==================== block 1
Figure 1. Gate-type map (block 1).
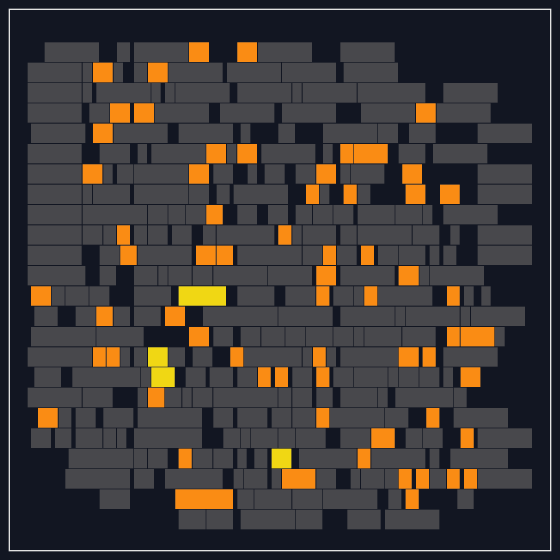

`config.mk`:
```
export PLATFORM = sky130hd
export DESIGN_NAME = score_logger_flat
export DESIGN_NICKNAME = d
export VERILOG_FILES = /design/src/rtl/score_logger_if.sv /design/src/rtl/score_logger.sv /design/src/flat_wrapper.sv
export SDC_FILE = /design/constraint.sdc
export NUM_CORES = 1
export LEC_CHECK = 0
export ABC_CLOCK_PERIOD_IN_PS = 1700
export CAP_MARGIN = 30
export CORE_MARGIN = 2
export CORE_UTILIZATION = 47
export CTS_CLUSTER_DIAMETER = 40
export DETAILED_ROUTE_END_ITERATION = 10
export PLACE_DENSITY_LB_ADDON = 0.3
export SLEW_MARGIN = 20
export SYNTH_ARGS = -nofsm -noshare
export SYNTH_HDL_FRONTEND = slang
export SYNTH_SLANG_ARGS = --single-unit
```
`constraint.sdc`:
```
create_clock -name clock -period 1.7 [get_ports clock]
set_clock_uncertainty 0.15 [all_clocks]
set_input_delay 0.51 -clock clock [delete_from_list [all_inputs] [get_ports clock]]
set_output_delay 0.51 -clock clock [all_outputs]
set_load 0.05 [all_outputs]
```
`src/rtl/score_logger_if.sv`:
```
// rtl/score_logger_if.sv - write port of the high-score storage RAM
//
// Purpose : bundles the address/data/write-enable port that score_logger
//           drives into the 32-entry score memory.
// Signals : address - write address
//           data    - write data
//           wren    - write enable, one write per high cycle
// Modports: master - the writer (score_logger)
//           slave  - the storage RAM
interface score_logger_if #(
  parameter int ADDR_W = 5,
  parameter int DATA_W = 10
);
  logic [ADDR_W-1:0] address;
  logic [DATA_W-1:0] data;
  logic              wren;

  modport master (output address, output data, output wren);
  modport slave  (input  address, input  data, input  wren);
endinterface

```
`src/rtl/score_logger.sv`:
```
// rtl/score_logger.sv - game score counter and high-score RAM writer
//
// Purpose : counts points during a game, writes the final score once per game
//           into the score memory at a rolling address, and zero-sweeps the
//           memory after reset or on request (the memory has no reset).
// Ports   : clock        - system clock, rising edge
//           reset        - synchronous, active-high reset
//           game_start   - pulse, a new game begins
//           point        - pulse, one pipe cleared
//           game_over    - level, high while the game-over screen is shown
//           clear_req    - pulse, erase all stored scores
//           mem          - memory write port (address/data/wren), registered
//           score        - live score of the current or most recent game
//           games_logged - number of valid entries, 0..DEPTH
//           busy         - high while the clear sweep runs
module score_logger #(
  parameter int DEPTH     = 32,
  parameter int ADDR_W    = 5,
  parameter int DATA_W    = 10,
  parameter int MAX_SCORE = 999
) (
  input  logic                clock,
  input  logic                reset,
  input  logic                game_start,
  input  logic                point,
  input  logic                game_over,
  input  logic                clear_req,
  score_logger_if.master      mem,
  output logic [DATA_W-1:0]   score,
  output logic [ADDR_W:0]     games_logged,
  output logic                busy
);

  typedef enum logic [2:0] {
    S_CLEAR,
    S_IDLE,
    S_PLAY,
    S_WRITE,
    S_OVER
  } state_t;

  state_t              state_q, state_d;
  logic [ADDR_W-1:0]   clr_ptr_q, clr_ptr_d;
  logic [ADDR_W-1:0]   wr_ptr_q, wr_ptr_d;
  logic [DATA_W-1:0]   score_q, score_d;
  logic [ADDR_W:0]     logged_q, logged_d;
  logic [ADDR_W-1:0]   address_q, address_d;
  logic [DATA_W-1:0]   data_q, data_d;
  logic                wren_q, wren_d;
  logic                busy_q, busy_d;

  always_comb begin
    state_d   = state_q;
    clr_ptr_d = clr_ptr_q;
    wr_ptr_d  = wr_ptr_q;
    score_d   = score_q;
    logged_d  = logged_q;
    address_d = address_q;
    data_d    = data_q;
    wren_d    = 1'b0;
    // busy is registered alongside wren, so it stays high with the last sweep
    // write and falls on the cycle after it.
    busy_d    = (state_q == S_CLEAR);

    case (state_q)
      S_CLEAR: begin
        wren_d    = 1'b1;
        address_d = clr_ptr_q;
        data_d    = '0;
        clr_ptr_d = clr_ptr_q + 1'b1;
        if (clr_ptr_q == ADDR_W'(DEPTH - 1)) begin
          state_d = S_IDLE;
        end
      end

      S_IDLE: begin
        // clear_req takes priority over a simultaneous game_start
        if (clear_req) begin
          state_d   = S_CLEAR;
          clr_ptr_d = '0;
          wr_ptr_d  = '0;
          logged_d  = '0;
        end else if (game_start) begin
          state_d = S_PLAY;
          score_d = '0;
        end
      end

      S_PLAY: begin
        // a point arriving with the first game_over cycle still counts
        if (point && (score_q != DATA_W'(MAX_SCORE))) begin
          score_d = score_q + 1'b1;
        end
        if (game_over) begin
          state_d = S_WRITE;
        end
      end

      S_WRITE: begin
        wren_d    = 1'b1;
        address_d = wr_ptr_q;
        data_d    = score_q;
        // DEPTH == 2**ADDR_W, so natural overflow gives the rolling wrap
        wr_ptr_d  = wr_ptr_q + 1'b1;
        if (logged_q != (ADDR_W + 1)'(DEPTH)) begin
          logged_d = logged_q + 1'b1;
        end
        state_d = S_OVER;
      end

      S_OVER: begin
        // game_start is ignored here; a new game must pass through IDLE
        if (clear_req) begin
          state_d   = S_CLEAR;
          clr_ptr_d = '0;
          wr_ptr_d  = '0;
          logged_d  = '0;
        end else if (!game_over) begin
          state_d = S_IDLE;
        end
      end

      default: begin
        state_d = S_CLEAR;
      end
    endcase
  end

  always_ff @(posedge clock) begin
    if (reset) begin
      state_q   <= S_CLEAR;
      clr_ptr_q <= '0;
      wr_ptr_q  <= '0;
      score_q   <= '0;
      logged_q  <= '0;
      address_q <= '0;
      data_q    <= '0;
      wren_q    <= 1'b0;
      busy_q    <= 1'b1;
    end else begin
      state_q   <= state_d;
      clr_ptr_q <= clr_ptr_d;
      wr_ptr_q  <= wr_ptr_d;
      score_q   <= score_d;
      logged_q  <= logged_d;
      address_q <= address_d;
      data_q    <= data_d;
      wren_q    <= wren_d;
      busy_q    <= busy_d;
    end
  end

  assign mem.address   = address_q;
  assign mem.data      = data_q;
  assign mem.wren      = wren_q;
  assign score         = score_q;
  assign games_logged  = logged_q;
  assign busy          = busy_q;

endmodule

```
`src/flat_wrapper.sv`:
```
// flat-port wrapper written by rule: the top's interface ports become plain ports
module score_logger_flat 
#(
  parameter int DEPTH     = 32,
  parameter int ADDR_W    = 5,
  parameter int DATA_W    = 10,
  parameter int MAX_SCORE = 999
)
  (clock, reset, game_start, point, game_over, clear_req, score, games_logged, busy, mem_address, mem_data, mem_wren);
  score_logger_if #(.ADDR_W(ADDR_W), .DATA_W(DATA_W)) mem_i ();
  input  logic clock;
  input  logic reset;
  input  logic game_start;
  input  logic point;
  input  logic game_over;
  input  logic clear_req;
  output logic [DATA_W-1:0] score;
  output logic [ADDR_W:0] games_logged;
  output logic busy;
  output wire logic [$bits(mem_i.address)-1:0] mem_address;
  output wire logic [$bits(mem_i.data)-1:0] mem_data;
  output wire logic [$bits(mem_i.wren)-1:0] mem_wren;
  assign mem_address = mem_i.address;
  assign mem_data = mem_i.data;
  assign mem_wren = mem_i.wren;
  score_logger #(.DEPTH(DEPTH), .ADDR_W(ADDR_W), .DATA_W(DATA_W), .MAX_SCORE(MAX_SCORE)) u_core (.clock(clock), .reset(reset), .game_start(game_start), .point(point), .game_over(game_over), .clear_req(clear_req), .mem(mem_i), .score(score), .games_logged(games_logged), .busy(busy));
endmodule
```
==================== block 2
## src/rtl/morse_pkg.sv

```systemverilog
// rtl/morse_pkg.sv - shared types and seven-segment constants for the mode sequencer
//
// Contents:
//   state_t      sequencer states RUN, CLEAR, GUARD, BANNER
//   SEG_*        single-digit glyphs; bit0=a .. bit6=g, bit7=dp, active-high
//   BANNER_ENC   "EnC     " frame, digit7 in [63:56]
//   BANNER_DEC   "dEC     " frame, digit7 in [63:56]
//   banner_frame returns the banner frame for a given mode bit
package morse_pkg;

    typedef enum logic [1:0] {
        RUN    = 2'd0,
        CLEAR  = 2'd1,
        GUARD  = 2'd2,
        BANNER = 2'd3
    } state_t;

    localparam logic [7:0] SEG_BLANK = 8'h00;
    localparam logic [7:0] SEG_E     = 8'h79;  // a d e f g
    localparam logic [7:0] SEG_N     = 8'h54;  // c e g
    localparam logic [7:0] SEG_C     = 8'h39;  // a d e f
    localparam logic [7:0] SEG_D     = 8'h5E;  // b c d e g

    localparam logic [63:0] BANNER_ENC = {SEG_E, SEG_N, SEG_C, {5{SEG_BLANK}}};
    localparam logic [63:0] BANNER_DEC = {SEG_D, SEG_E, SEG_C, {5{SEG_BLANK}}};

    // Mode 0 is encode, mode 1 is decode.
    function automatic logic [63:0] banner_frame(input logic mode_bit);
        return mode_bit ? BANNER_DEC : BANNER_ENC;
    endfunction

endpackage

```

## src/rtl/rise_pulse.sv

```systemverilog
// rtl/rise_pulse.sv - registered 1-bit rising-edge detector
//
// Ports:
//   clk      system clock
//   rst_n    asynchronous reset, active-low
//   d_i      level input, already synchronous to clk
//   pulse_o  registered 1-cycle pulse, high the cycle after d_i is first seen high
//
// History resets to 0, so an input already high when reset releases still
// yields exactly one pulse.
module rise_pulse (
    input  logic clk,
    input  logic rst_n,
    input  logic d_i,
    output logic pulse_o
);

    logic prev_q;
    logic pulse_q;

    always_ff @(posedge clk or negedge rst_n) begin
        if (!rst_n) begin
            prev_q  <= 1'b0;
            pulse_q <= 1'b0;
        end else begin
            prev_q  <= d_i;
            pulse_q <= d_i & ~prev_q;
        end
    end

    assign pulse_o = pulse_q;

endmodule

```

## src/rtl/mode_sequencer.sv

```systemverilog
// rtl/mode_sequencer.sv - encode/decode mode controller with clear/guard/banner sequencing
//
// Parameters:
//   GUARD_CYCLES   input blackout length after a mode change (>=1)
//   BANNER_CYCLES  banner display length (>=1)
//   CNT_W          shared counter width, 2**CNT_W > max(GUARD_CYCLES, BANNER_CYCLES)
// Ports:
//   clk, rst                        clock, asynchronous active-low reset
//   mode_req, key_flag, bksp        level inputs, each rising edge is one event
//   key_value                       keypad code, valid while key_flag is high
//   enc_seg, dec_seg                datapath display frames
//   mode                            0 = encode, 1 = decode
//   key_out                         key code registered with the key strobe
//   enc_/dec_key_vld, _bksp, _clr   1-cycle strobes to the active datapath
//   seg_frame                       registered frame to the segment scanner
//   busy                            high whenever the sequencer is not in RUN
// Build option:
//   MODE_SEQ_KEYHOLD_EN  keeps the first key seen during GUARD/BANNER and
//                        delivers it to the new datapath on return to RUN.
module mode_sequencer
    import morse_pkg::*;
#(
    parameter int GUARD_CYCLES  = 100_000,
    parameter int BANNER_CYCLES = 50_000_000,
    parameter int CNT_W         = 26
) (
    input  logic        clk,
    input  logic        rst,
    input  logic        mode_req,
    input  logic        key_flag,
    input  logic [3:0]  key_value,
    input  logic        bksp,
    input  logic [63:0] enc_seg,
    input  logic [63:0] dec_seg,
    output logic        mode,
    output logic [3:0]  key_out,
    output logic        enc_key_vld,
    output logic        dec_key_vld,
    output logic        enc_bksp,
    output logic        dec_bksp,
    output logic        enc_clr,
    output logic        dec_clr,
    output logic [63:0] seg_frame,
    output logic        busy
);

    logic mode_pulse;
    logic key_pulse;
    logic bksp_pulse;

    rise_pulse u_mode_edge (.clk(clk), .rst_n(rst), .d_i(mode_req), .pulse_o(mode_pulse));
    rise_pulse u_key_edge  (.clk(clk), .rst_n(rst), .d_i(key_flag), .pulse_o(key_pulse));
    rise_pulse u_bksp_edge (.clk(clk), .rst_n(rst), .d_i(bksp),     .pulse_o(bksp_pulse));

    state_t             state_q, state_d;
    logic               mode_q, mode_d;
    logic [CNT_W-1:0]   cnt_q, cnt_d;
    logic [3:0]         key_out_q, key_out_d;
    logic               enc_key_vld_q, enc_key_vld_d;
    logic               dec_key_vld_q, dec_key_vld_d;
    logic               enc_bksp_q, enc_bksp_d;
    logic               dec_bksp_q, dec_bksp_d;
    logic               enc_clr_q, enc_clr_d;
    logic               dec_clr_q, dec_clr_d;
    logic [63:0]        seg_q, seg_d;
    logic               busy_q, busy_d;

    logic               key_fire;
    logic [3:0]         key_fire_val;

`ifdef MODE_SEQ_KEYHOLD_EN
    logic               hold_vld_q, hold_vld_d;
    logic [3:0]         hold_val_q, hold_val_d;
`endif

    localparam logic [CNT_W-1:0] GUARD_LAST  = CNT_W'(GUARD_CYCLES - 1);
    localparam logic [CNT_W-1:0] BANNER_LAST = CNT_W'(BANNER_CYCLES - 1);

    always_comb begin
        state_d       = state_q;
        mode_d        = mode_q;
        cnt_d         = cnt_q;
        key_out_d     = key_out_q;
        enc_key_vld_d = 1'b0;
        dec_key_vld_d = 1'b0;
        enc_bksp_d    = 1'b0;
        dec_bksp_d    = 1'b0;
        enc_clr_d     = 1'b0;
        dec_clr_d     = 1'b0;
        key_fire      = 1'b0;
        key_fire_val  = key_value;
`ifdef MODE_SEQ_KEYHOLD_EN
        hold_vld_d    = hold_vld_q;
        hold_val_d    = hold_val_q;
`endif

        case (state_q)
            RUN: begin
`ifdef MODE_SEQ_KEYHOLD_EN
                // A held key goes out first; a key edge arriving in the same
                // cycle takes its place in the holder and follows next cycle.
                if (hold_vld_q) begin
                    key_fire     = 1'b1;
                    key_fire_val = hold_val_q;
                    hold_vld_d   = key_pulse;
                    hold_val_d   = key_value;
                end else begin
                    key_fire = key_pulse;
                end
`else
                key_fire = key_pulse;
`endif
                if (bksp_pulse) begin
                    enc_bksp_d = ~mode_q;
                    dec_bksp_d = mode_q;
                end
                // The clear strobe leaves together with the state change so
                // the outgoing datapath is cleared while mode still names it.
                if (mode_pulse) begin
                    state_d   = CLEAR;
                    enc_clr_d = ~mode_q;
                    dec_clr_d = mode_q;
                end
            end
            CLEAR: begin
                mode_d  = ~mode_q;
                cnt_d   = '0;
                state_d = GUARD;
`ifdef MODE_SEQ_KEYHOLD_EN
                hold_vld_d = 1'b0;
`endif
            end
            GUARD: begin
                if (cnt_q == GUARD_LAST) begin
                    state_d = BANNER;
                    cnt_d   = '0;
                end else begin
                    cnt_d = cnt_q + CNT_W'(1);
                end
            end
            BANNER: begin
                if (cnt_q == BANNER_LAST) begin
                    state_d = RUN;
                    cnt_d   = '0;
                end else begin
                    cnt_d = cnt_q + CNT_W'(1);
                end
            end
            default: begin
                state_d = RUN;
            end
        endcase

`ifdef MODE_SEQ_KEYHOLD_EN
        // Only the first key of a blackout is kept; later ones are dropped.
        if ((state_q == GUARD || state_q == BANNER) && key_pulse && !hold_vld_q) begin
            hold_vld_d = 1'b1;
            hold_val_d = key_value;
        end
`endif

        if (key_fire) begin
            key_out_d     = key_fire_val;
            enc_key_vld_d = ~mode_q;
            dec_key_vld_d = mode_q;
        end
    end

    // CLEAR and GUARD show the frame of whatever mode register currently holds.
    always_comb begin
        if (state_q == BANNER) begin
            seg_d = banner_frame(mode_q);
        end else begin
            seg_d = mode_q ? dec_seg : enc_seg;
        end
        busy_d = (state_d != RUN);
    end

    always_ff @(posedge clk or negedge rst) begin
        if (!rst) begin
            state_q       <= RUN;
            mode_q        <= 1'b0;
            cnt_q         <= '0;
            key_out_q     <= 4'h0;
            enc_key_vld_q <= 1'b0;
            dec_key_vld_q <= 1'b0;
            enc_bksp_q    <= 1'b0;
            dec_bksp_q    <= 1'b0;
            enc_clr_q     <= 1'b0;
            dec_clr_q     <= 1'b0;
            seg_q         <= 64'h0;
            busy_q        <= 1'b0;
        end else begin
            state_q       <= state_d;
            mode_q        <= mode_d;
            cnt_q         <= cnt_d;
            key_out_q     <= key_out_d;
            enc_key_vld_q <= enc_key_vld_d;
            dec_key_vld_q <= dec_key_vld_d;
            enc_bksp_q    <= enc_bksp_d;
            dec_bksp_q    <= dec_bksp_d;
            enc_clr_q     <= enc_clr_d;
            dec_clr_q     <= dec_clr_d;
            seg_q         <= seg_d;
            busy_q        <= busy_d;
        end
    end

`ifdef MODE_SEQ_KEYHOLD_EN
    always_ff @(posedge clk or negedge rst) begin
        if (!rst) begin
            hold_vld_q <= 1'b0;
            hold_val_q <= 4'h0;
        end else begin
            hold_vld_q <= hold_vld_d;
            hold_val_q <= hold_val_d;
        end
    end
`endif

    assign mode        = mode_q;
    assign key_out     = key_out_q;
    assign enc_key_vld = enc_key_vld_q;
    assign dec_key_vld = dec_key_vld_q;
    assign enc_bksp    = enc_bksp_q;
    assign dec_bksp    = dec_bksp_q;
    assign enc_clr     = enc_clr_q;
    assign dec_clr     = dec_clr_q;
    assign seg_frame   = seg_q;
    assign busy        = busy_q;

endmodule

```

## config.mk

```make
export PLATFORM = sky130hd
export DESIGN_NAME = mode_sequencer
export DESIGN_NICKNAME = d
export VERILOG_FILES = /design/src/rtl/morse_pkg.sv /design/src/rtl/rise_pulse.sv /design/src/rtl/mode_sequencer.sv
export SDC_FILE = /design/constraint.sdc
export NUM_CORES = 1
export LEC_CHECK = 0
export CAP_MARGIN = 20
export CORE_ASPECT_RATIO = 1.75
export CORE_MARGIN = 2
export CORE_UTILIZATION = 47
export DETAILED_ROUTE_END_ITERATION = 8
export PLACE_DENSITY_LB_ADDON = 0.3
export SYNTH_ARGS = -nofsm -noshare
export SYNTH_HDL_FRONTEND = slang
export SYNTH_SLANG_ARGS = --single-unit
export TNS_END_PERCENT = 10
```

## constraint.sdc

```tcl
create_clock -name clk -period 5.3 [get_ports clk]
set_clock_uncertainty 0.15 [all_clocks]
set_input_delay 0.53 -clock clk [delete_from_list [all_inputs] [get_ports clk]]
set_output_delay 0.53 -clock clk [all_outputs]
set_load 0.01 [all_outputs]
```

==================== block 3
$ cat config.mk
export PLATFORM = sky130hd
export DESIGN_NAME = pipeline_stall_ctrl
export DESIGN_NICKNAME = d
export VERILOG_FILES = /design/src/rtl/pipeline_stall_ctrl.sv
export SDC_FILE = /design/constraint.sdc
export NUM_CORES = 1
export LEC_CHECK = 0
export CORE_MARGIN = 1.5
export CORE_UTILIZATION = 50
export DETAILED_ROUTE_END_ITERATION = 8
export HOLD_SLACK_MARGIN = 0.05
export PLACE_DENSITY_LB_ADDON = 0.12
export SYNTH_ARGS = -nofsm -noshare
export SYNTH_HDL_FRONTEND = slang
export SYNTH_SLANG_ARGS = --single-unit
$ cat constraint.sdc
create_clock -name clk -period 3.2 [get_ports clk]
set_input_delay 0.48 -clock clk [delete_from_list [all_inputs] [get_ports clk]]
set_output_delay 0.48 -clock clk [all_outputs]
set_load 0.01 [all_outputs]
$ cat src/rtl/pipeline_stall_ctrl.sv
// Central sequencer for the 5-stage pipeline: branch flush, load-use stall and
// multi-cycle MUL occupancy of EX, plus saturating stall/flush perf counters.
module pipeline_stall_ctrl #(
    parameter int REG_W      = 5,
    parameter int MUL_CYCLES = 4,
    parameter int CNT_W      = 16
) (
    input  logic             clk,
    input  logic             rst,
    input  logic             PCsrc,
    input  logic             ex_memread,
    input  logic [REG_W-1:0] ex_rt,
    input  logic [REG_W-1:0] id_rs,
    input  logic [REG_W-1:0] id_rt,
    input  logic             id_uses_rt,
    input  logic             id_mul,
    output logic             en_PC,
    output logic             en_IF,
    output logic             flush_IF,
    output logic             en_EX,
    output logic             bubble_EX,
    output logic             bubble_MEM,
    output logic             mul_start,
    output logic [2:0]       pipe_ctl,
    output logic [CNT_W-1:0] stall_cycles,
    output logic [CNT_W-1:0] flush_count
);

    localparam int MC_W = (MUL_CYCLES > 2) ? $clog2(MUL_CYCLES) : 1;
    localparam logic [0:0] RUN      = 1'b0;
    localparam logic [0:0] MUL_WAIT = 1'b1;
    localparam logic [MC_W-1:0] MCNT_LOAD = MC_W'(MUL_CYCLES - 2);

    logic [0:0]      state, state_nxt;
    logic [MC_W-1:0] mcnt, mcnt_nxt;
    logic            lu;
    logic            flush_inc;

    function automatic logic [CNT_W-1:0] sat_inc(input logic [CNT_W-1:0] v);
        return (&v) ? v : v + 1'b1;
    endfunction

    assign lu = ex_memread && (ex_rt != '0) &&
                ((ex_rt == id_rs) || (id_uses_rt && (ex_rt == id_rt)));

    always_comb begin
        en_PC      = 1'b1;
        en_IF      = 1'b1;
        flush_IF   = 1'b0;
        en_EX      = 1'b1;
        bubble_EX  = 1'b0;
        bubble_MEM = 1'b0;
        mul_start  = 1'b0;
        flush_inc  = 1'b0;
        state_nxt  = state;
        mcnt_nxt   = mcnt;
        if (rst) begin
            en_PC      = 1'b0;
            en_IF      = 1'b0;
            flush_IF   = 1'b1;
            bubble_EX  = 1'b1;
            bubble_MEM = 1'b1;
            state_nxt  = RUN;
            mcnt_nxt   = '0;
        end else if (state == MUL_WAIT) begin
            // EX is held by the MUL; hazard inputs are ignored until it drains
            en_PC      = 1'b0;
            en_IF      = 1'b0;
            en_EX      = 1'b0;
            bubble_MEM = 1'b1;
            if (mcnt == '0) begin
                state_nxt = RUN;
            end else begin
                mcnt_nxt = mcnt - 1'b1;
            end
        end else if (PCsrc) begin
            flush_IF  = 1'b1;
            bubble_EX = 1'b1;
            flush_inc = 1'b1;
        end else if (lu) begin
            // Single stall: the load moves to MEM and the hazard disappears
            en_PC     = 1'b0;
            en_IF     = 1'b0;
            bubble_EX = 1'b1;
        end else if (id_mul) begin
            mul_start = 1'b1;
            state_nxt = MUL_WAIT;
            mcnt_nxt  = MCNT_LOAD;
        end
    end

    assign pipe_ctl = {en_IF, flush_IF, en_PC};

    always_ff @(posedge clk) begin
        if (rst) begin
            state        <= RUN;
            mcnt         <= '0;
            stall_cycles <= '0;
            flush_count  <= '0;
        end else begin
            state <= state_nxt;
            mcnt  <= mcnt_nxt;
            if (!en_PC) begin
                stall_cycles <= sat_inc(stall_cycles);
            end
            if (flush_inc) begin
                flush_count <= sat_inc(flush_count);
            end
        end
    end

endmodule

==================== block 4
==> config.mk <==
export PLATFORM = sky130hd
export DESIGN_NAME = qbert_cube_tracker
export DESIGN_NICKNAME = d
export VERILOG_FILES = /design/src/rtl/qbert_cube_tracker.sv
export SDC_FILE = /design/constraint.sdc
export NUM_CORES = 1
export LEC_CHECK = 0
export ABC_AREA = 1
export CORE_UTILIZATION = 25
export DETAILED_ROUTE_END_ITERATION = 12
export SLEW_MARGIN = 5
export SYNTH_ARGS = -nofsm -noshare
export SYNTH_HDL_FRONTEND = slang
export SYNTH_SLANG_ARGS = --single-unit
==> constraint.sdc <==
create_clock -name CLK_33 -period 3.7 [get_ports CLK_33]
set_clock_uncertainty 0.15 [all_clocks]
set_input_delay 0.74 -clock CLK_33 [delete_from_list [all_inputs] [get_ports CLK_33]]
set_output_delay 0.74 -clock CLK_33 [all_outputs]
set_load 0.05 [all_outputs]
==> src/rtl/qbert_cube_tracker.sv <==
// Tracks coloured pyramid cubes from Q*bert landings and flags level completion.
// Optional macro QBERT_TOGGLE_MODE_EN: landing on a coloured cube uncolours it.
module qbert_cube_tracker #(
    parameter int N_CUBE = 28,
    parameter int CNT_W  = 5
) (
    input  logic              CLK_33,
    input  logic              reset,
    input  logic              e_start_qb,
    input  logic              e_clear,
    input  logic              done_move,
    input  logic [N_CUBE-1:0] position_qb,
    output logic [N_CUBE-1:0] color_state,
    output logic [CNT_W-1:0]  cube_count,
    output logic              land_ok,
    output logic              off_map,
    output logic              pos_err,
    output logic              level_done,
    output logic [1:0]        tracker_state
);

    typedef enum logic [1:0] {
        IDLE = 2'b00,
        PLAY = 2'b01,
        DONE = 2'b10
    } state_t;

    localparam logic [CNT_W-1:0] FULL = CNT_W'(N_CUBE);

    state_t            state;
    logic              done_prev;
    logic              cap_valid;
    logic [N_CUBE-1:0] cap_pos;

    logic land_edge;
    logic cap_onehot;
    logic cap_hit;

    assign land_edge     = done_move & ~done_prev;
    assign cap_onehot    = (cap_pos != '0) && ((cap_pos & (cap_pos - N_CUBE'(1))) == '0);
    assign cap_hit       = |(color_state & cap_pos);
    assign tracker_state = state;

    // Landing captured on the rising edge of done_move, decoded one clock later.
    always_ff @(posedge CLK_33 or posedge reset) begin
        if (reset) begin
            state       <= IDLE;
            done_prev   <= 1'b0;
            cap_valid   <= 1'b0;
            cap_pos     <= '0;
            color_state <= '0;
            cube_count  <= '0;
            land_ok     <= 1'b0;
            off_map     <= 1'b0;
            pos_err     <= 1'b0;
            level_done  <= 1'b0;
        end else begin
            done_prev <= done_move;
            land_ok   <= 1'b0;
            off_map   <= 1'b0;
            if (e_clear) begin
                state       <= IDLE;
                cap_valid   <= 1'b0;
                cap_pos     <= '0;
                color_state <= '0;
                cube_count  <= '0;
                pos_err     <= 1'b0;
                level_done  <= 1'b0;
            end else begin
                cap_valid <= 1'b0;
                case (state)
                    IDLE: begin
                        if (e_start_qb) begin
                            state <= PLAY;
                        end
                    end
                    PLAY: begin
                        if (land_edge) begin
                            cap_pos   <= position_qb;
                            cap_valid <= 1'b1;
                        end
                        if (cap_valid) begin
                            if (cap_onehot) begin
                                land_ok <= 1'b1;
`ifdef QBERT_TOGGLE_MODE_EN
                                if (cap_hit) begin
                                    color_state <= color_state & ~cap_pos;
                                    if (cube_count != '0) begin
                                        cube_count <= cube_count - CNT_W'(1);
                                    end
                                end else begin
                                    color_state <= color_state | cap_pos;
                                    if (cube_count != FULL) begin
                                        cube_count <= cube_count + CNT_W'(1);
                                    end
                                    if (cube_count == FULL - CNT_W'(1)) begin
                                        state      <= DONE;
                                        level_done <= 1'b1;
                                    end
                                end
`else
                                color_state <= color_state | cap_pos;
                                if (!cap_hit && cube_count != FULL) begin
                                    cube_count <= cube_count + CNT_W'(1);
                                    if (cube_count == FULL - CNT_W'(1)) begin
                                        state      <= DONE;
                                        level_done <= 1'b1;
                                    end
                                end
`endif
                            end else if (cap_pos == '0) begin
                                off_map <= 1'b1;
                            end else begin
                                pos_err <= 1'b1;
                            end
                        end
                    end
                    DONE: begin
                        level_done <= 1'b1;
                    end
                    default: begin
                        state <= IDLE;
                    end
                endcase
            end
        end
    end

endmodule

## Gallery

Port wiring.
shot_01.png
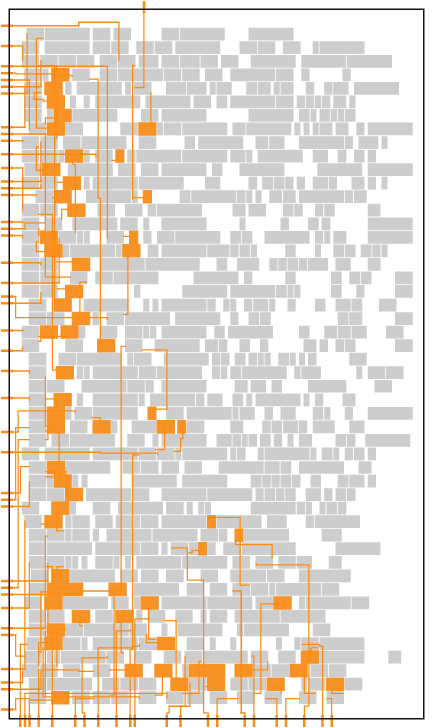
shot_02.png
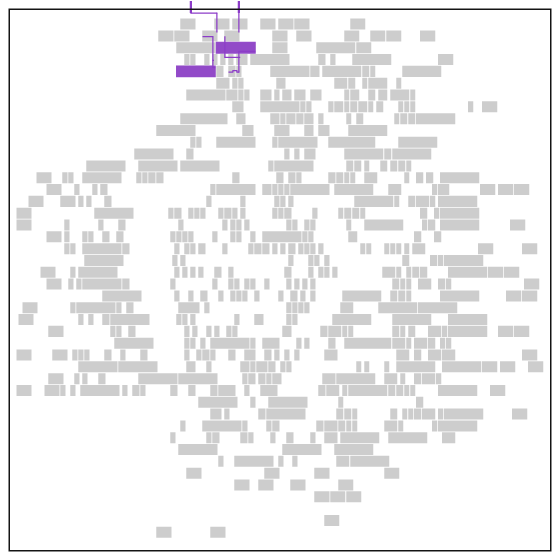
shot_03.png
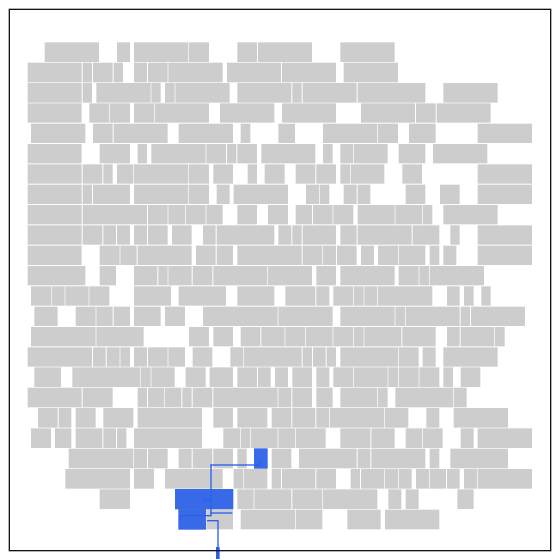
shot_04.png
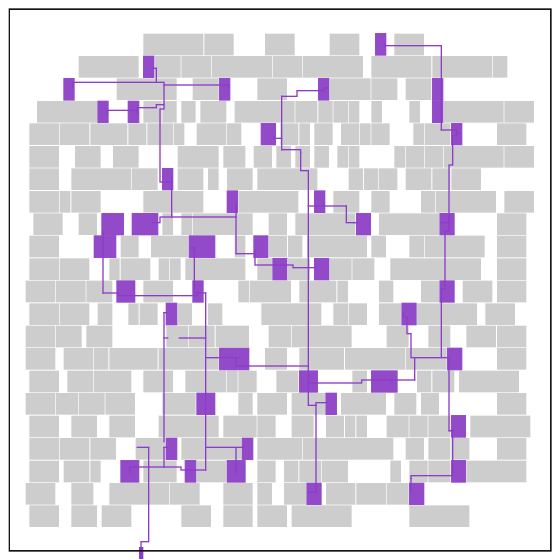
shot_01.png: block 2
shot_02.png: block 4
shot_04.png: block 3
shot_03.png: block 1

Key to shot_04.png:
purple -> rst  # direction input, end cells 44, wire 366 um

Figure 2. Gate-type map (block 4).
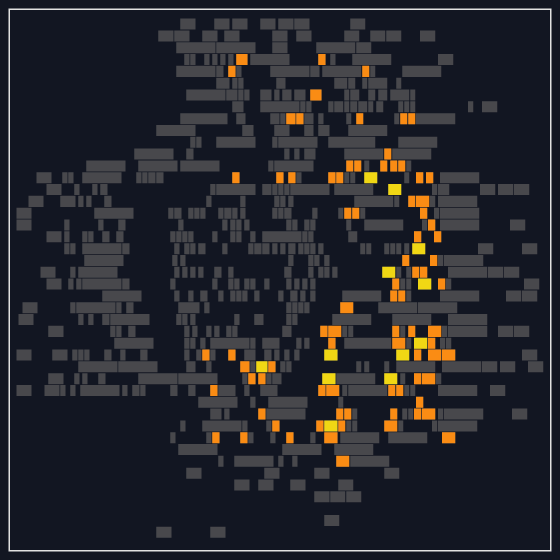
orange -> aoi and oai cells  # cells 81, most used o21ai_0
yellow -> non-inverting ao/oa cells  # cells 12, most used a22o_1
combinational share of cell area: 0.3634
Top cell excl fill/tap: nand2_1
fin cells: 757

==> changes_impl.md, block 4 <==
### Metrics

- Reg area: 0.001727 mm^2
- Wire per inst: 13.96 um
- Flip-flop and latch count: 69
- Biggest regs: cap_pos (28), color_state (28), cube_count (5)
- Area fraction in compound gates: 0.1523
- Log Warnings: 27
- Biggest Area Class: logic gates
- Final max-slew violation count: 0
- Pwr per Cell Area: 470.0 mW/mm^2
- Slowest CP cell: clkdlybuf4s50_1
- Status: finished clean
- Worst hold path class: reg2reg
- Postcts setup bufs: 0
- Final clock-cell share: 0.07017
- Adder Area Share: 0.006693
- Grt total ovfl: 0
- Initial antenna violation count: 0
- YS chip area: 0.003739 mm^2
- Input/output buffers: 71
- XOR/XNOR Area Share: 0.002343
- Drt total wl: 10.57 mm
- Kind of critical path: in2reg
- Crit path cell chain: clkdlybuf4s50_1 > inv_1 > buf_4 > o21ai_0 > nand2_2 > buf_4 > o21ai_0
- Core area: 0.01459 mm^2
- Final hold vios: 0
- Worst EP required: 3.74 ns
- Hold Path Sink: level_done$_DFFE_PP0P_
## block 4: report_power, final
group          leakage, nW  total (W)  switching, W  internal [W]
clock                0.166    0.00101      0.000331      0.000679
sequential           0.951   0.000852     0.0000569      0.000795
combinational         1.30   0.000476      0.000311      0.000165
total                 2.42    0.00234      0.000699       0.00164
## block 4: layer usage
layer / share of wire / routed length (um)
met1: 0.51 / 5404
met2: 0.44 / 4626
met3: 0.038 / 399
met4: 0.013 / 139
met5: 0 / 0
## block 4: worst max-delay path by stage
stage	start	end	depth (start not counted)
after floorplan	reset	cap_pos[0]$_DFFE_PP0P_	1
after global placement	e_clear	color_state[13]$_DFFE_PP0P_	7
after detailed placement	e_clear	color_state[18]$_DFFE_PP0P_	7
after CTS	e_clear	color_state[18]$_DFFE_PP0P_	7
after global routing	e_clear	color_state[8]$_DFFE_PP0P_	8
final	e_clear	color_state[18]$_DFFE_PP0P_	7
## block 4: metrics by stage
step / hold WS, ns / instance area (um^2)
3_5_place_dp: 0.3236 / 4626
2_1_floorplan: 0.3652 / 3739
4_1_cts: 0.3401 / 4975
6_report: 0.3341 / 4975
3_3_place_gp: 0.3257 / 4626
5_1_grt: 0.3757 / 4975
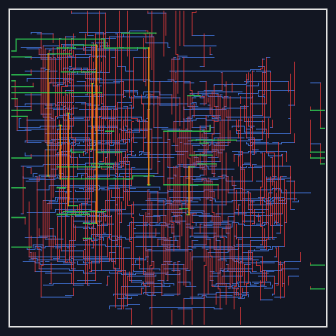
Figure 3: block 1, metal layers overlaid.
blue -> M1  # wire length 2600 um
red -> M2  # wire length 3390 um
green -> M3  # wire length 271 um
orange -> M4  # wire length 159 um
total track usage: 0.2457
via count: 2195
drt total wl: 6.416 mm

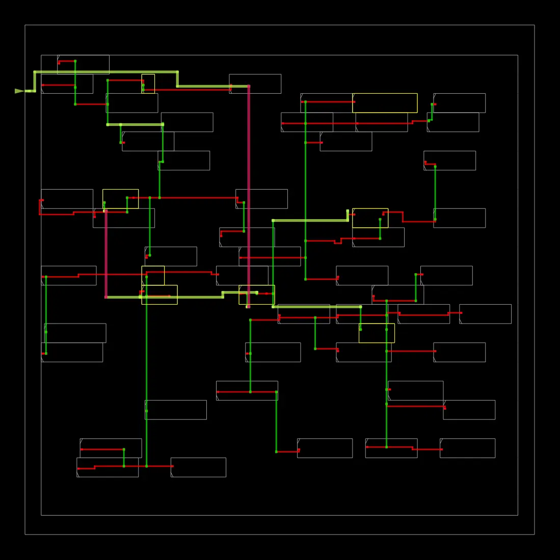
Figure 4: block 1, the clock network.
layout clock buffer count: 6
latest clock arrival within the worst-skew pair: 0.31 ns
clock sink count: 46

## Picture notes: Figure 1
orange -> aoi and oai cells  # cells 64, most used a21oi_1, where widely spread
yellow -> non-inverting ao/oa cells  # cells 4, most used a21o_1
Top cell excl fill/tap: buf_4
combinational share of cell area: 0.3659
fin cells: 374

==> changes_impl.md, block 1 <==
### Metrics

- Status: finished with violations
- Violated checks: negative setup slack
- Die width: 72.28 um
- Place WS: -0.6633 ns
- Critical path capture point type: register
- Initial antenna violation count: 0
- Critical path depth in cells: 6
- Final hold vios: 0
- Post-synth ARST share: 0
- Met2 usage: 0.4302
- GRT met1 Usage: 0.3035
- GR Util met3: 0.04861
- Critical path arrival: 1.81 ns
- Total CTS buffers: 5
- Worst EP required: 1.80 ns
- Core area: 0.004414 mm^2
- Post-DRT Antenna Nets: 0
- Wire per inst: 17.16 um
- CP Max Fanout: 8
- Total length of routed met3 wires: 271 um
- Tot Pwr: 0.002002 W
- Crit start category: register
- Root Driver: clkbuf_8
- Total negative slack: -0.008083 ns
- Synth area leader: dfxtp_1
- Number of setup violations in the final report: 1
- Hold Crit Start: u_core.wr_ptr_q[4]$_SDFFE_PP0P_
- Crit path cell chain: buf_6 > and2b_2 > a22oi_2 > buf_6 > or4_4 > a21oi_2
- # diodes: 0
- Synthesized Nets: 262
- Worst reg2reg startpoint: u_core.state_q[2]$_SDFFE_PP0P_
- Final worst setup slack: -0.008083 ns
- Cell total after placement: 355
- Area after DPL: 0.003168 mm^2
- Mux cell area share: 0.03655
- Final HPWL DP: 4.170 mm
- Worst path most repeated cell: buf_6
- Final max-slew violation count: 0
- Log Warnings: 29
- Largest logic family: simple AND/OR/NAND/NOR gates
- R2R Path End: u_core.games_logged[2]$_SDFFE_PP0P_
- Chip area: 0.005224 mm^2
- Clock transition at the registers of the reported paths: 0.10 ns
- Final worst-path cycle share: 1.005
- First-pass GRT wire length: 10.19 mm
- Input/output buffers: 38
block 1: flip-flops by register name, summed over array words and instances, names as in the netlist:
signal               flops
u_core.busy              1
u_core.clr_ptr_q         5
u_core.games_logged      6
u_core.mem.wren          1
u_core.wr_ptr_q          5
u_core.state_q           3
u_core.score            10
u_core.mem.data         10
u_core.mem.address       5
block 1: layout make-up:
type / instances / area, um^2
fillers: 271 / 933.4
repair buffers: 80 / 1047
well taps: 52 / 65.06
multi-input cells: 181 / 1274
clock buffers: 6 / 93.84
flip-flops and latches: 46 / 960.9
clock inverters: 2 / 13.76
inverters: 7 / 26.28
block 1: power breakdown:
part | leakage [nW] | switching (W) | internal, W
combinational | 0.906 | 0.0000660 | 0.0000617
clock | 0.0567 | 0.000406 | 0.000382
sequential | 0.382 | 0.0000109 | 0.00107
total | 1.34 | 0.000483 | 0.00152
block 1: what timing repair did:
item	in CTS	in global routing
buffers inserted	7	4
gates resized	13	22
hold buffers	0	0
pin swaps	2	9
cloned	0	0
endpoints found under the setup margin	34	26
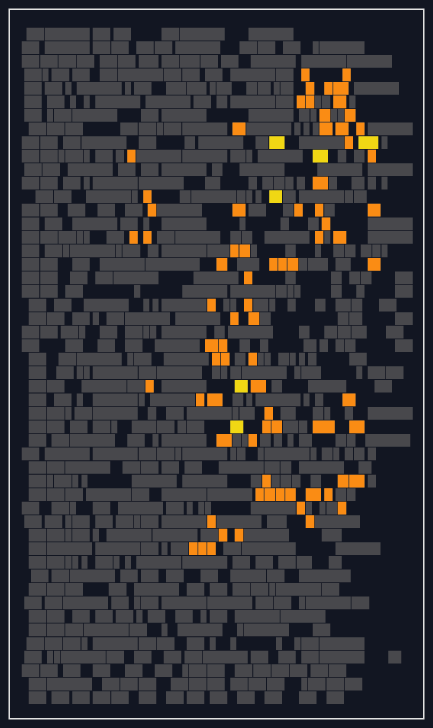
Figure 5: block 2, gate-type map.
yellow -> non-inverting ao/oa cells  # cells 6, most used o21a_1
orange -> aoi and oai cells  # cells 76, most used o21ai_0
combinational share of cell area: 0.2901
fin cells: 834

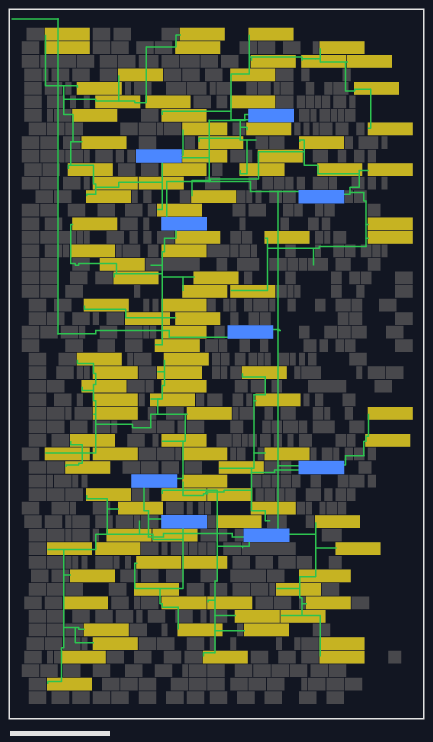
Figure 6: block 2, clock wires, drivers and flops.
Bar = 20 um.
green -> clock wires  # length 1230 um
yellow -> flip-flops  # count 110
blue -> clock-net drivers  # count 9
routed clock nets = 10
latest clock arrival within the worst-skew pair: 0.35 ns
clock share of power: 0.219

==> changes_impl.md, block 2 <==
### Metrics

- Status: finished clean
- Input/output buffers: 212
- Largest net degree at the start of global routing: 80
- # H-tree levels: 3
- P_clk: 0.000745 W
- Simple-Gate Fraction of Synth Area: 0.2092
- Fin util: 0.7168
- Buffer share of cell area: 0.2829
- Final clock-cell share: 0.04340
- Initial antenna violation count: 0
- First-pass GRT wire length: 26.25 mm
- Root Driver: clkbuf_16
- Mux cell area share: 0.1200
- XOR/XNOR Area Share: 0.001707
- Combinational Power: 0.00143 W
- PostCTS Resize Cnt: 0
- Avg Synthesized Cell Area: 10.16 um^2
- # diodes: 0
- Place WS: 2.629 ns
- RSZ-0062 raised after global routing: no
- Die width: 82.99 um
- Share of layout cells above drive strength 1: 0.04545
- Seq/Total Area, Yosys: 0.5365
- Post-synthesis register bit count: 110
- NetSw: 0.001140 W
- Adder Area Share: 0.002438
- GP Congestion: 1.019
[block 2: synth_stat cells, types with 8 or more instances]
| master | instances |
|---|---|
| clkbuf_1 | 26 |
| nand2b_1 | 8 |
| mux2i_1 | 57 |
| a31oi_1 | 10 |
| nor2_1 | 69 |
| a21oi_1 | 14 |
| nand4_1 | 12 |
| or4_1 | 8 |
| and3_1 | 9 |
| nand3_1 | 25 |
| o21ai_0 | 33 |
| nor3_1 | 10 |
| nand2_1 | 35 |
| dfrtp_1 | 110 |
[block 2: worst max-delay path, cell delays in order (launching register included)]
cell and delay, ns:
dfrtp_1 0.40, ha_1 0.29, nand4_2 0.22, nor2_1 0.47, a31oi_2 0.50, and3_1 0.34
a211o_1 0.26
[block 2: per-layer routing]
metal | vias to the layer above | track usage
met5 | - | 0
met4 | 0 | 0.1320
met3 | 55 | 0.08411
met2 | 256 | 0.5323
met1 | 2313 | 0.2972
li1 | 2190 | -
[block 2: sequential cells by signal (all words and copies together) (netlist names), 2 cells and up]
register / flops
cnt_q: 26
key_out: 4
seg_frame: 64
state_q: 2
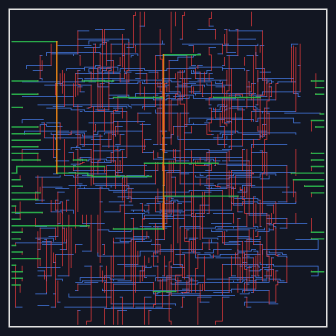
Figure 7: block 3, metal layers overlaid.
green -> M3  # wire length 281 um
blue -> M1  # wire length 2040 um
red -> M2  # wire length 1900 um
orange -> M4  # wire length 63.2 um
total track usage: 0.2215
drt total wl: 4.282 mm
via count: 1910
wire per inst: 12.52 um

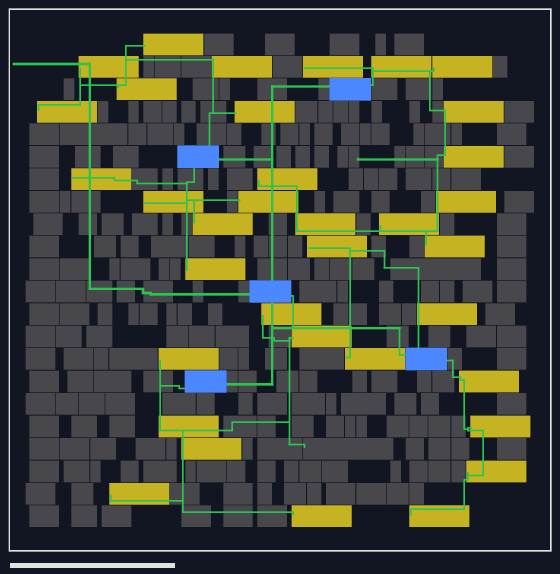
Figure 8: block 3, clock wires, drivers and flops.
Bar = 20 um.
green -> clock wires  # length 488 um
blue -> clock-net drivers  # count 5
yellow -> flip-flops  # count 35
flops lie = widely spread
Clock Skew: 0.003853 ns
latest clock arrival within the worst-skew pair: 0.29 ns
P_clk: 0.000479 W
clock share of power: 0.454

==> changes_impl.md, block 3 <==
### Metrics

- Status: finished clean
- Detailed Routing Iterations Pass 1: 4
- Synthesized Nets: 256
- Final hold vios: 0
- Crit path cell chain: clkdlybuf4s50_1 > or4_1 > o21ai_1 > nor2_1 > nor2_2 > and3_1 > clkdlybuf4s50_1
- Max-area cell share: 0.3604
- Chip area: 0.004272 mm^2
- Met2 usage: 0.3457
- Most used routing layer in global routing: met2
- CP max stage delay: 0.54 ns
- Top_reg_cell synth: dfxtp_1
- Final worst setup slack: 0.1500 ns
- GP Congestion: 0.7815
- Final worst-path cycle share: 0.9531
- Setup crit start: ex_rt[2]
- Max layer used: met4
- Root Driver: clkbuf_8
- Log Warnings: 26
- Critical path capture point type: output port
- Biggest regs: flush_count (16), stall_cycles (16), mcnt (2)
- FP Rows: 22
- Crit start category: input pin
- Peak VDD IR: 0.1990 mV
- CTS tree: built
- Final max-slew violation count: 0
- Simple-Gate Fraction of Synth Area: 0.2941
- Most frequent cells after synthesis: 35 x dfxtp_1, 30 x nor2_1, 16 x xor2_1, 15 x a21oi_1, 13 x nand3_1
- CP delay by family, top: buffers and inverters
- Fin util: 0.7408
- Seq. pwr: 0.000449 W
- Worst EP required: 2.72 ns
- Layout net count: 317
- Postcts setup bufs: 0
- CTS Hold Bufs: 0
- Cell total after placement: 334
- Met2 wire length: 1.895 mm
- Tot Pwr: 0.001056 W
- Seq/Total Area, Yosys: 0.3604
- Die width: 65.36 um
- Adder Area Share: 0.01931
- Total negative slack: 0 ns
- Post-synth ARST share: 0
- # H-tree levels: 2
- Largest net degree at the start of global routing: 44
- Final HPWL DP: 3.083 mm
block 3: final cells by class:
class | instances | area, um^2
clock buffers | 6 | 72.57
clock inverters | 2 | 60.06
fillers | 303 | 955.9
inverters | 10 | 37.54
multi-input cells | 173 | 1136
flip-flops and latches | 35 | 700.7
well taps | 48 | 60.06
repair buffers | 68 | 665.6
block 3: placed cells by master (no fill, tap or decap), types with 5 or more instances in the layout:
cell             instances
inv_1                   10
clkdlybuf4s50_1         62
nand2_1                  6
o31ai_1                  8
xor2_1                  16
nand4_1                  9
nor2b_1                  5
and3_1                   5
dfxtp_1                 35
mux2_2                   5
nand3_1                 13
buf_4                    6
clkbuf_8                 5
or4_1                    8
or3_1                    5
xnor2_1                  6
o21ai_0                  7
nor2_1                  29
a21oi_1                 15
block 3: final timing paths:
check	cells after the start	slack [ns]	to
worst min register to register	2	0.49	mcnt[1]$_SDFFE_PP0P_
worst max register to register	7	0.84	stall_cycles[7]$_SDFFE_PP0P_
worst max-delay path	7	0.15	mul_start
worst min-delay path	2	0.49	mcnt[1]$_SDFFE_PP0P_


==> screenshots <==
The clock network.
image #1
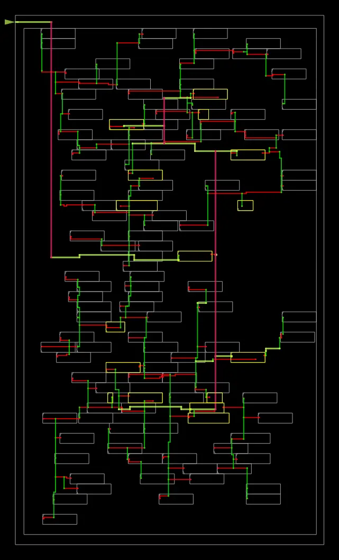
image #2
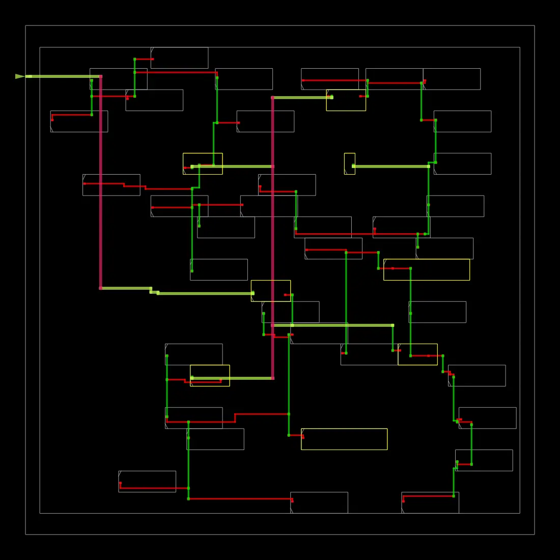
image #3
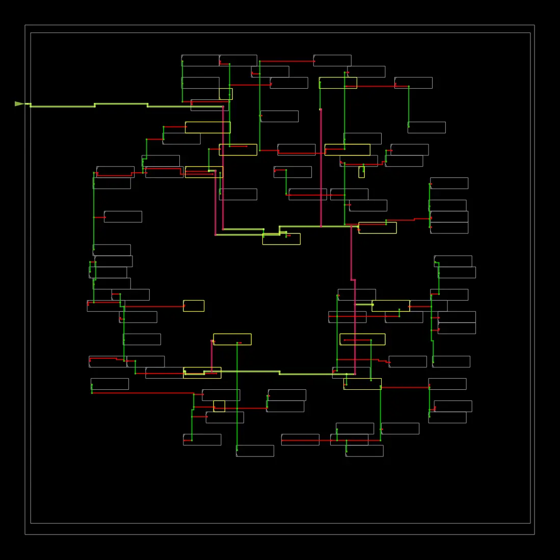
| picture | from |
|---|---|
| image #1 | block 2 |
| image #2 | block 3 |
| image #3 | block 4 |
The one with the most sequential cells is image #1.

Power figures rest on the tool's default switching activity, not on a simulated workload.
